######## mem_stage_ctrl ########
mem_stage_ctrl/placement_by_type.png
Fill, decap, tap and diode cells in gray.
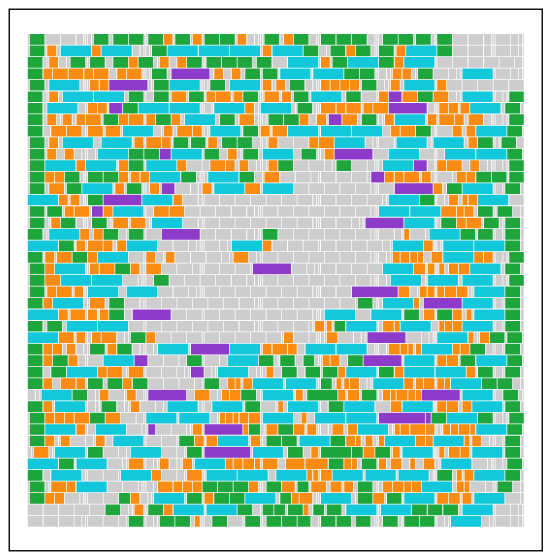

File: config.mk
export PLATFORM = sky130hd
export DESIGN_NAME = mem_stage_ctrl
export DESIGN_NICKNAME = d
export VERILOG_FILES = /design/src/rtl/mem_stage_ctrl.sv
export SDC_FILE = /design/constraint.sdc
export NUM_CORES = 1
export LEC_CHECK = 0
export ABC_AREA = 0
export CAP_MARGIN = 10
export CORE_AREA = 4 4 122 124
export CTS_CLUSTER_SIZE = 20
export DETAILED_ROUTE_END_ITERATION = 16
export DIE_AREA = 0 0 126 128
export PLACE_DENSITY = 0.95
export SLEW_MARGIN = 20
export SYNTH_ARGS = -nofsm -noshare
export SYNTH_HDL_FRONTEND = slang
export SYNTH_SLANG_ARGS = --single-unit
File: constraint.sdc
create_clock -name clk -period 3.4 [get_ports clk]
set_clock_uncertainty 0.1 [all_clocks]
set_input_delay 1.02 -clock clk [delete_from_list [all_inputs] [get_ports clk]]
set_output_delay 1.02 -clock clk [all_outputs]
set_load 0.02 [all_outputs]
File: src/rtl/mem_stage_ctrl.sv
// Memory-stage controller: turns EX/MEM load/store control into a req/ack
// data-memory transaction, stalls upstream while it is outstanding, and
// drives the MEM/WB register for writeback.
//
// Ports:
//   clk, rst            clock, synchronous active-high reset
//   *_in                EX/MEM register outputs (alu result/address, store
//                       data, rd, writeback select, reg-dst, rd/wr/regwrite)
//   dmem_req/we/addr/wdata  memory request, held stable until dmem_ack
//   dmem_rdata, dmem_ack    load data and one-cycle completion pulse
//   stall               combinational freeze of PC/IF-ID/ID-EX/EX-MEM
//   *_out               MEM/WB register outputs
//   misalign_err        sticky misaligned-access flag
//
// Optional feature macro: MEM_ALIGN_CHECK_EN. When defined, a word access
// with a nonzero low address pair is dropped (bubble, no request) and
// misalign_err is set until reset. When undefined, misalign_err is 0.
module mem_stage_ctrl #(
    parameter int DATA_W = 32,
    parameter int RD_W   = 5
) (
    input  logic              clk,
    input  logic              rst,
    input  logic [DATA_W-1:0] alu_result_in,
    input  logic [DATA_W-1:0] write_data_in,
    input  logic [RD_W-1:0]   rd_in,
    input  logic [1:0]        mem_to_reg_in,
    input  logic [1:0]        reg_dst_in,
    input  logic              mem_read_in,
    input  logic              mem_write_in,
    input  logic              reg_write_in,
    output logic              dmem_req,
    output logic              dmem_we,
    output logic [DATA_W-1:0] dmem_addr,
    output logic [DATA_W-1:0] dmem_wdata,
    input  logic [DATA_W-1:0] dmem_rdata,
    input  logic              dmem_ack,
    output logic              stall,
    output logic [DATA_W-1:0] read_data_out,
    output logic [DATA_W-1:0] alu_result_out,
    output logic [RD_W-1:0]   rd_out,
    output logic [1:0]        mem_to_reg_out,
    output logic [1:0]        reg_dst_out,
    output logic              reg_write_out,
    output logic              misalign_err
);

    typedef enum logic [1:0] {
        IDLE,
        ACCESS,
        DONE
    } state_t;

    state_t            state;
    state_t            state_nxt;
    logic              access;
    logic              misalign;
    logic              start;
    logic              wb_bubble;
    logic              ack_take;
    logic [DATA_W-1:0] cap_data;

    assign access = mem_read_in | mem_write_in;

`ifdef MEM_ALIGN_CHECK_EN
    assign misalign = access & (alu_result_in[1:0] != 2'b00);
`else
    assign misalign = 1'b0;
`endif

    always_ff @(posedge clk) begin
        if (rst) begin
            state <= IDLE;
        end else begin
            state <= state_nxt;
        end
    end

    always_comb begin
        state_nxt = state;
        stall     = 1'b0;
        start     = 1'b0;
        ack_take  = 1'b0;
        wb_bubble = 1'b0;
        unique case (state)
            IDLE: begin
                if (access && !misalign) begin
                    stall     = 1'b1;
                    start     = 1'b1;
                    state_nxt = ACCESS;
                end
                // A dropped misaligned access must not write back.
                wb_bubble = misalign;
            end
            ACCESS: begin
                stall = 1'b1;
                if (dmem_ack) begin
                    ack_take  = 1'b1;
                    state_nxt = DONE;
                end
            end
            DONE: begin
                state_nxt = IDLE;
            end
            default: begin
                state_nxt = IDLE;
            end
        endcase
        if (stall) begin
            wb_bubble = 1'b1;
        end
    end

    always_ff @(posedge clk) begin
        if (rst) begin
            dmem_req       <= 1'b0;
            dmem_we        <= 1'b0;
            dmem_addr      <= '0;
            dmem_wdata     <= '0;
            cap_data       <= '0;
            read_data_out  <= '0;
            alu_result_out <= '0;
            rd_out         <= '0;
            mem_to_reg_out <= '0;
            reg_dst_out    <= '0;
            reg_write_out  <= 1'b0;
        end else begin
            if (start) begin
                dmem_req   <= 1'b1;
                dmem_we    <= mem_write_in;
                dmem_addr  <= alu_result_in;
                dmem_wdata <= write_data_in;
            end
            if (ack_take) begin
                dmem_req <= 1'b0;
                cap_data <= dmem_we ? '0 : dmem_rdata;
            end
            if (wb_bubble) begin
                read_data_out  <= '0;
                alu_result_out <= '0;
                rd_out         <= '0;
                mem_to_reg_out <= '0;
                reg_dst_out    <= '0;
                reg_write_out  <= 1'b0;
            end else begin
                // Only the DONE cycle carries load data; plain ops pass 0.
                read_data_out  <= (state == DONE) ? cap_data : '0;
                alu_result_out <= alu_result_in;
                rd_out         <= rd_in;
                mem_to_reg_out <= mem_to_reg_in;
                reg_dst_out    <= reg_dst_in;
                reg_write_out  <= reg_write_in;
            end
        end
    end

`ifdef MEM_ALIGN_CHECK_EN
    always_ff @(posedge clk) begin
        if (rst) begin
            misalign_err <= 1'b0;
        end else if (state == IDLE && misalign) begin
            misalign_err <= 1'b1;
        end
    end
`else
    assign misalign_err = 1'b0;
`endif

endmodule

######## serial_addsub_n ########
===== src/rtl/serial_addsub_pkg.sv =====
// Shared types for the digit-serial adder/subtractor.
// State encoding and operation select constants.
package serial_addsub_pkg;

    typedef enum logic [1:0] {
        IDLE = 2'd0,
        RUN  = 2'd1,
        DONE = 2'd2
    } state_t;

    localparam logic MODE_ADD = 1'b0;
    localparam logic MODE_SUB = 1'b1;

endpackage


===== src/rtl/serial_addsub_n_digit_adder.sv =====
// Combinational DIGIT-bit adder slice.
// Also reports the carry into its top bit for overflow detection.
module digit_adder #(
    parameter int DIGIT = 1
) (
    input  logic [DIGIT-1:0] x,
    input  logic [DIGIT-1:0] y,
    input  logic             ci,
    output logic [DIGIT-1:0] s,
    output logic             co,
    output logic             c_msb_in
);

    logic [DIGIT:0] t;

    assign t = {1'b0, x} + {1'b0, y} + {{DIGIT{1'b0}}, ci};
    assign s = t[DIGIT-1:0];
    assign co = t[DIGIT];
    // sum bit = x ^ y ^ cin, so the carry into the top bit falls out
    assign c_msb_in = s[DIGIT-1] ^ x[DIGIT-1] ^ y[DIGIT-1];

endmodule


===== src/rtl/serial_addsub_n.sv =====
// Digit-serial add/subtract, DIGIT bits per clock, WIDTH-bit result.
// Operands shift right; result digits enter at the MSB end.
module serial_addsub_n
    import serial_addsub_pkg::*;
#(
    parameter int WIDTH = 8,
    parameter int DIGIT = 1
) (
    input  logic             clk,
    input  logic             rst_n,
    input  logic             start,
    input  logic             mode,
    input  logic [WIDTH-1:0] a,
    input  logic [WIDTH-1:0] b,
    input  logic             cin,
    output logic             busy,
    output logic             done,
    output logic [WIDTH-1:0] sum,
    output logic             cout,
    output logic             ovf
);

    localparam int N  = WIDTH / DIGIT;
    localparam int CW = $clog2(N + 1);
    localparam logic [CW-1:0] LAST = CW'(N - 1);

    generate
        if (WIDTH < 2 || DIGIT < 1 || (WIDTH % DIGIT) != 0) begin : g_bad_cfg
            $error("serial_addsub_n: WIDTH must be >= 2 and a multiple of DIGIT");
        end
    endgenerate

    state_t           state;
    logic [WIDTH-1:0] a_q;
    logic [WIDTH-1:0] b_q;
    logic [WIDTH-1:0] sum_q;
    logic             carry;
    logic [CW-1:0]    cnt;
    logic             busy_q;
    logic             done_q;
    logic             cout_q;
    logic             ovf_q;

    logic [DIGIT-1:0] d_s;
    logic             d_co;
    logic             d_cm;
    logic [WIDTH-1:0] sum_nxt;

    digit_adder #(.DIGIT(DIGIT)) u_dadd (
        .x        (a_q[DIGIT-1:0]),
        .y        (b_q[DIGIT-1:0]),
        .ci       (carry),
        .s        (d_s),
        .co       (d_co),
        .c_msb_in (d_cm)
    );

    generate
        if (DIGIT < WIDTH) begin : g_shift
            assign sum_nxt = {d_s, sum_q[WIDTH-1:DIGIT]};
        end else begin : g_whole
            assign sum_nxt = d_s;
        end
    endgenerate

    always_ff @(posedge clk or negedge rst_n) begin
        if (!rst_n) begin
            state  <= IDLE;
            a_q    <= '0;
            b_q    <= '0;
            sum_q  <= '0;
            carry  <= 1'b0;
            cnt    <= '0;
            busy_q <= 1'b0;
            done_q <= 1'b0;
            cout_q <= 1'b0;
            ovf_q  <= 1'b0;
        end else begin
            unique case (state)
                IDLE: begin
                    if (start) begin
                        a_q    <= a;
                        b_q    <= (mode == MODE_SUB) ? ~b : b;
                        carry  <= (mode == MODE_SUB) ? 1'b1 : cin;
                        cnt    <= '0;
                        busy_q <= 1'b1;
                        state  <= RUN;
                    end
                end
                RUN: begin
                    sum_q <= sum_nxt;
                    a_q   <= a_q >> DIGIT;
                    b_q   <= b_q >> DIGIT;
                    carry <= d_co;
                    cnt   <= cnt + 1'b1;
                    if (cnt == LAST) begin
                        cout_q <= d_co;
                        ovf_q  <= d_co ^ d_cm;
                        done_q <= 1'b1;
                        state  <= DONE;
                    end
                end
                DONE: begin
                    done_q <= 1'b0;
                    busy_q <= 1'b0;
                    state  <= IDLE;
                end
                default: begin
                    state <= IDLE;
                end
            endcase
        end
    end

    assign busy = busy_q;
    assign done = done_q;
    assign sum  = sum_q;
    assign cout = cout_q;
    assign ovf  = ovf_q;

endmodule


===== config.mk =====
export PLATFORM = sky130hd
export DESIGN_NAME = serial_addsub_n
export DESIGN_NICKNAME = d
export VERILOG_FILES = /design/src/rtl/serial_addsub_pkg.sv /design/src/rtl/serial_addsub_n_digit_adder.sv /design/src/rtl/serial_addsub_n.sv
export SDC_FILE = /design/constraint.sdc
export NUM_CORES = 1
export LEC_CHECK = 0
export CAP_MARGIN = 0
export CORE_MARGIN = 5
export CORE_UTILIZATION = 50
export CTS_CLUSTER_SIZE = 20
export DETAILED_ROUTE_END_ITERATION = 7
export PLACE_DENSITY_LB_ADDON = 0.15
export SLEW_MARGIN = 40
export SYNTH_ARGS = -nofsm -noshare
export SYNTH_HDL_FRONTEND = slang
export SYNTH_SLANG_ARGS = --single-unit

===== constraint.sdc =====
create_clock -name clk -period 2.19 [get_ports clk]
set_clock_uncertainty 0.05 [all_clocks]
set_input_delay 0.438 -clock clk [delete_from_list [all_inputs] [get_ports clk]]
set_output_delay 0.438 -clock clk [all_outputs]
set_load 0.1 [all_outputs]

mem_stage_ctrl/clk_routes.png
Scale bar: 50 um.
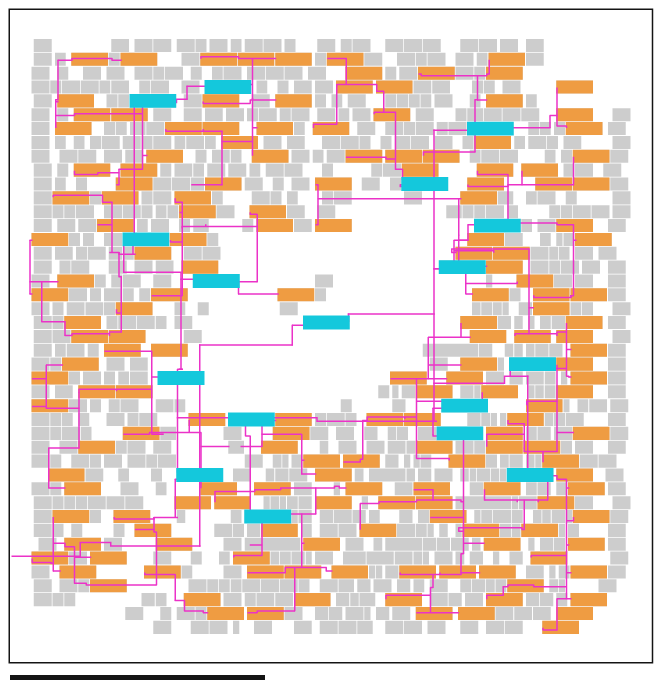
[cyan] clock drivers | count: 17
[orange] flip-flops | count: 174
[magenta] clock wires | length: 1920 um
routed clock nets: 18

Notes on mem_stage_ctrl/placement_by_type.png above:
| color | class | cells | share of their area |
|---|---|---|---|
| cyan | flops | 174 | 38% |
| green | other buffers and delay cells | 263 | 28% |
| purple | clock drivers and dummy loads | 32 | 6.6% |
| orange | combinational and other logic | 378 | 27% |
FP Rows: 43
sequential share of cell area: 36.7%
final design area excluding fillers: 9480 um^2
Core Box Area: 13800 um^2
final core occ: 68.8%

==> flow_summary.json, mem_stage_ctrl <==
{
  "status": "finished clean",
  "drive_gt1_share_pct": 5.67,
  "start_kind": "primary input",
  "synth_cell_types": 23,
  "nNetsFinal": 945,
  "area.growth.synth_to_final_pct": 51.5,
  "grt_pass1_wl_mm": 25.6,
  "top_cell": "dfxtp_1",
  "mi_logic_area_um2": 2540,
  "final_cells": 1027,
  "fin_crit_ps": 3200,
  "synth-edff-count": 0,
  "syn_nets": 706,
  "area_leaders": "dfxtp_1 56%, nand2b_1 13%, mux2i_1 10%",
  "fp.dieW_um": 126,
  "cts_tree": "yes",
  "ctsHoldBuffers": 0,
  "worst_pin_slew_ps": 510,
  "r2r-end": "dmem_addr[2]",
  "die_y_um": 128,
  "wl_per_cell_um": 15.8,
  "netlist_instances": 595,
  "place_inst": 995,
  "syn_area_um2": 6260,
  "min_from": "cap_data[24]",
  "n_antenna_cell": 0,
  "maxCapViolations": 0,
  "fp_util_pct": 45.4,
  "grt_max_degree": 66,
  "overflow": 0,
  "finalWorstSetupSlack_ps": 204
}
## mem_stage_ctrl: layer usage
layer	up-vias	GRT usage [%]	part of all wire, %
li1	2388	-	-
met4	0	8.08	2.3
met2	178	35.1	51
met5	-	0	0
met3	31	7.17	7.8
met1	2276	22.1	39
## mem_stage_ctrl: layout make-up
cell class                 instances  share of cell area, %
timing repair buffer             263                   27.7
clock inverter                    14                   1.90
sequential                       174                   36.7
tap                              180                   2.38
multi-input combinational        378                   26.8
clock buffer                      18                   4.53
## mem_stage_ctrl: registers in the layout (all words and copies together), names as in the netlist, 2 cells and up
name,count
alu_result_out,32
cap_data,32
dmem_addr,32
dmem_wdata,32
read_data_out,32
rd_out,5
mem_to_reg_out,2
reg_dst_out,2
state,2
## mem_stage_ctrl: cells by family after synthesis
| family | count (synthesis) | synth area share [%] |
|---|---|---|
| simple gates | 275 | 26.8 |
| buf+inv | 43 | 3.88 |
| compound gates | 38 | 3.36 |
| mux | 64 | 10.2 |
| other cells | 1 | 0.0599 |
| flops | 174 | 55.7 |
## mem_stage_ctrl: critical path, cell delays in order
cell	delay [ps]
clkdlybuf4s50_1	420
nor3_1	260
nor2_1	60
dlygate4sd2_1	320
serial_addsub_n/wires.png
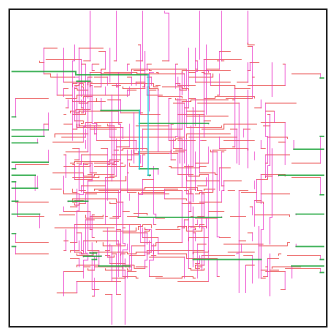
| color | layer | wire length |
|---|---|---|
| magenta | metal 2 | 1440 um |
| cyan | metal 4 | 33.3 um |
| green | metal 3 | 192 um |
| red | metal 1 | 1320 um |

serial_addsub_n/clk_routes.png
Scale bar: 20 um.
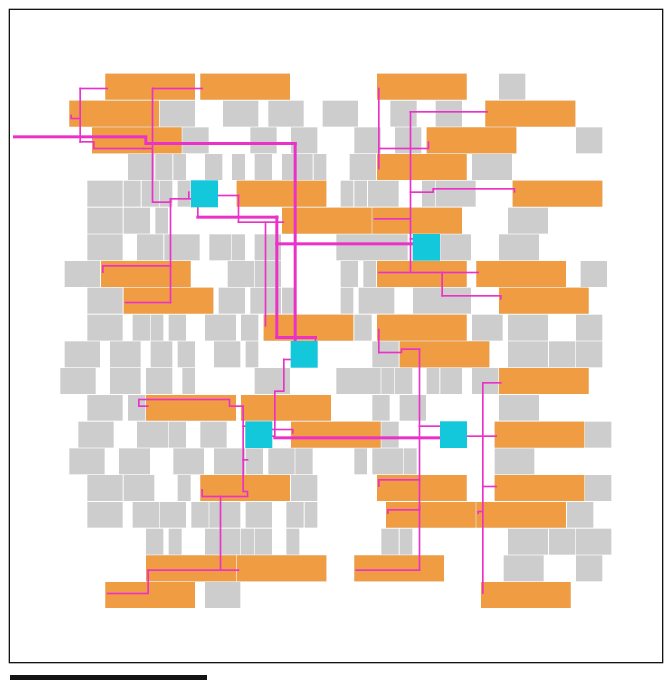
[magenta] clock wires | length: 414 um
[orange] flip-flops | count: 35
[cyan] clock drivers | count: 5
routed clock nets: 6
clock latency on the worst-skew pair: 330 ps

==> flow_summary.json, serial_addsub_n <==
{
  "fp_util_pct": 51.9,
  "whs_path_depth": 1,
  "netlist_instances": 142,
  "start_kind": "flip-flop",
  "lay_top_count": "dfrtp_1",
  "holdWs_ps": 445,
  "die_y_um": 66.3,
  "fin_crit_ps": 1670,
  "root_buffer": "clkbuf_4",
  "top_logic_kind": "AND-OR/OR-AND gates",
  "highest_layer": "met4",
  "yosysTopAreaCell": "dfrtp_1",
  "nNetsFinal": 203,
  "postSynthSeqShare_pct": 55.3,
  "area_leaders": "dfrtp_1 55%, a22oi_1 6.6%, mux2_2 6.4%",
  "mux_area_share_pct": 7.74,
  "grt_pass1_vias": 1171,
  "finalMaxSlewViolations": 0,
  "gp_congestion": 0.730,
  "cp-end-kind": "flip-flop",
  "cts_inserted_buffers": 5,
  "min_period_over_period_pct": 76.1,
  "yosys_cells": 142,
  "final_cell_mix": "35 x dfrtp_1, 21 x nand2_1, 20 x clkdlybuf4s50_1, 20 x buf_4, 18 x o21ai_0",
  "final_area_um2": 2000,
  "grt_pass1_wl_mm": 5.36,
  "wl_met2_mm": 1.44,
  "antenna_found_initial": 0,
  "yosys_area_um2": 1580,
  "viasPerCell": 5.27,
  "dieArea_um2": 4390,
  "status": "finished clean",
  "wl_per_cell_um": 13.3,
  "core_um2": 3050
}
-- serial_addsub_n: critical path: cells and delay by family, from the launching register on --
family     cells  cell delay [ps]
mux            1              260
flops          1              420
fa+ha+maj      1              520
xor+xnor       2              310
-- serial_addsub_n: final timing paths --
kind,startpoint,to,slack (ps)
min in group asynchronous,rst_n,sum[0],470
worst min register to register,done,done,450
max in group asynchronous,rst_n,b_q[0],1310
worst max register to register,carry,ovf,520
worst max-delay path,carry,ovf,520
worst min-delay path,done,done,450
-- serial_addsub_n: synth_stat cells --
library cell	instances
a32o_1	2
dfrtp_1	35
nor3_4	1
o21bai_1	1
ha_1	1
a22oi_1	14
mux2_1	1
clkbuf_1	5
xnor2_1	2
buf_2	4
a21oi_1	2
nand2b_1	1
o21ai_0	18
nor2_1	2
o21a_1	1
xor2_1	9
inv_1	2
mux2_2	9
nor2b_1	2
o21ai_1	1
a22o_1	1
nand3_1	2
fa_1	1
o311ai_1	1
mux2i_1	1
nor2b_2	1
a21o_1	1
nand2_1	21
-- serial_addsub_n: final cells by class --
type	count	area, um^2
fill	270	1050
sequential	35	876
multi-input combinational	96	662
timing repair buffer	40	350
tap	44	55.1
clock buffer	7	45.0
inverter	2	7.51
clock inverter	1	5.00

==> notes/layouts.md <==
Pictures saved along the way, in no particular order.

Cell placement.
(a)
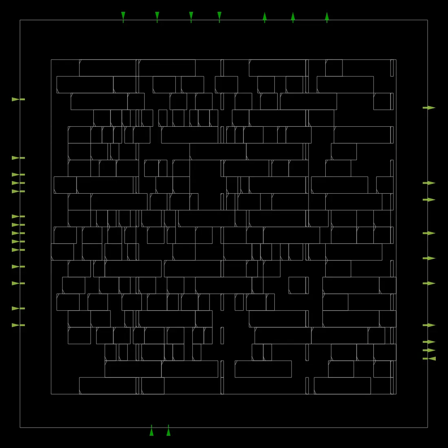
(b)
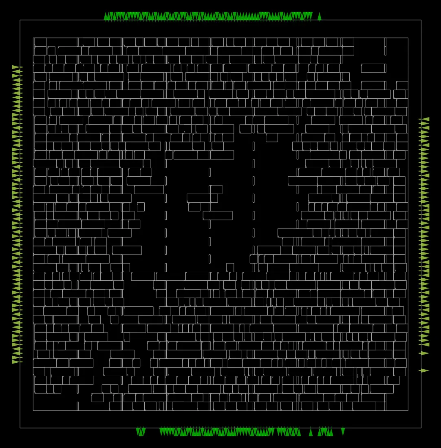
Of these, most cells: (b)
Of these, most sequential cells: (b)
- mem_stage_ctrl = (b)
- serial_addsub_n = (a)



==> screenshots <==
Ports around the boundary.
Pins as bars across the die edge, other pins in gray.
picture 1
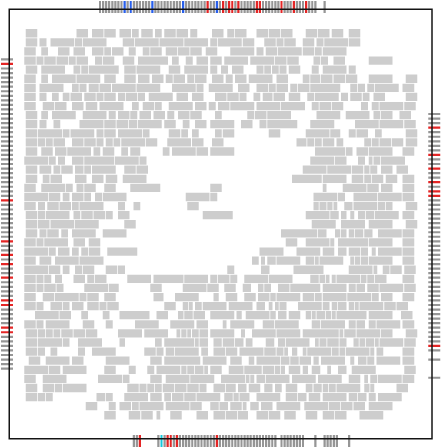
picture 2
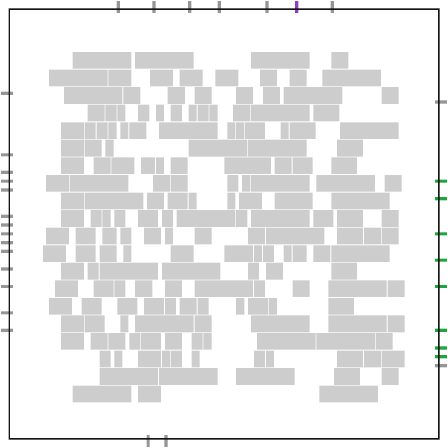
Of these, most pins: picture 1
- picture 1 = mem_stage_ctrl
- picture 2 = serial_addsub_n

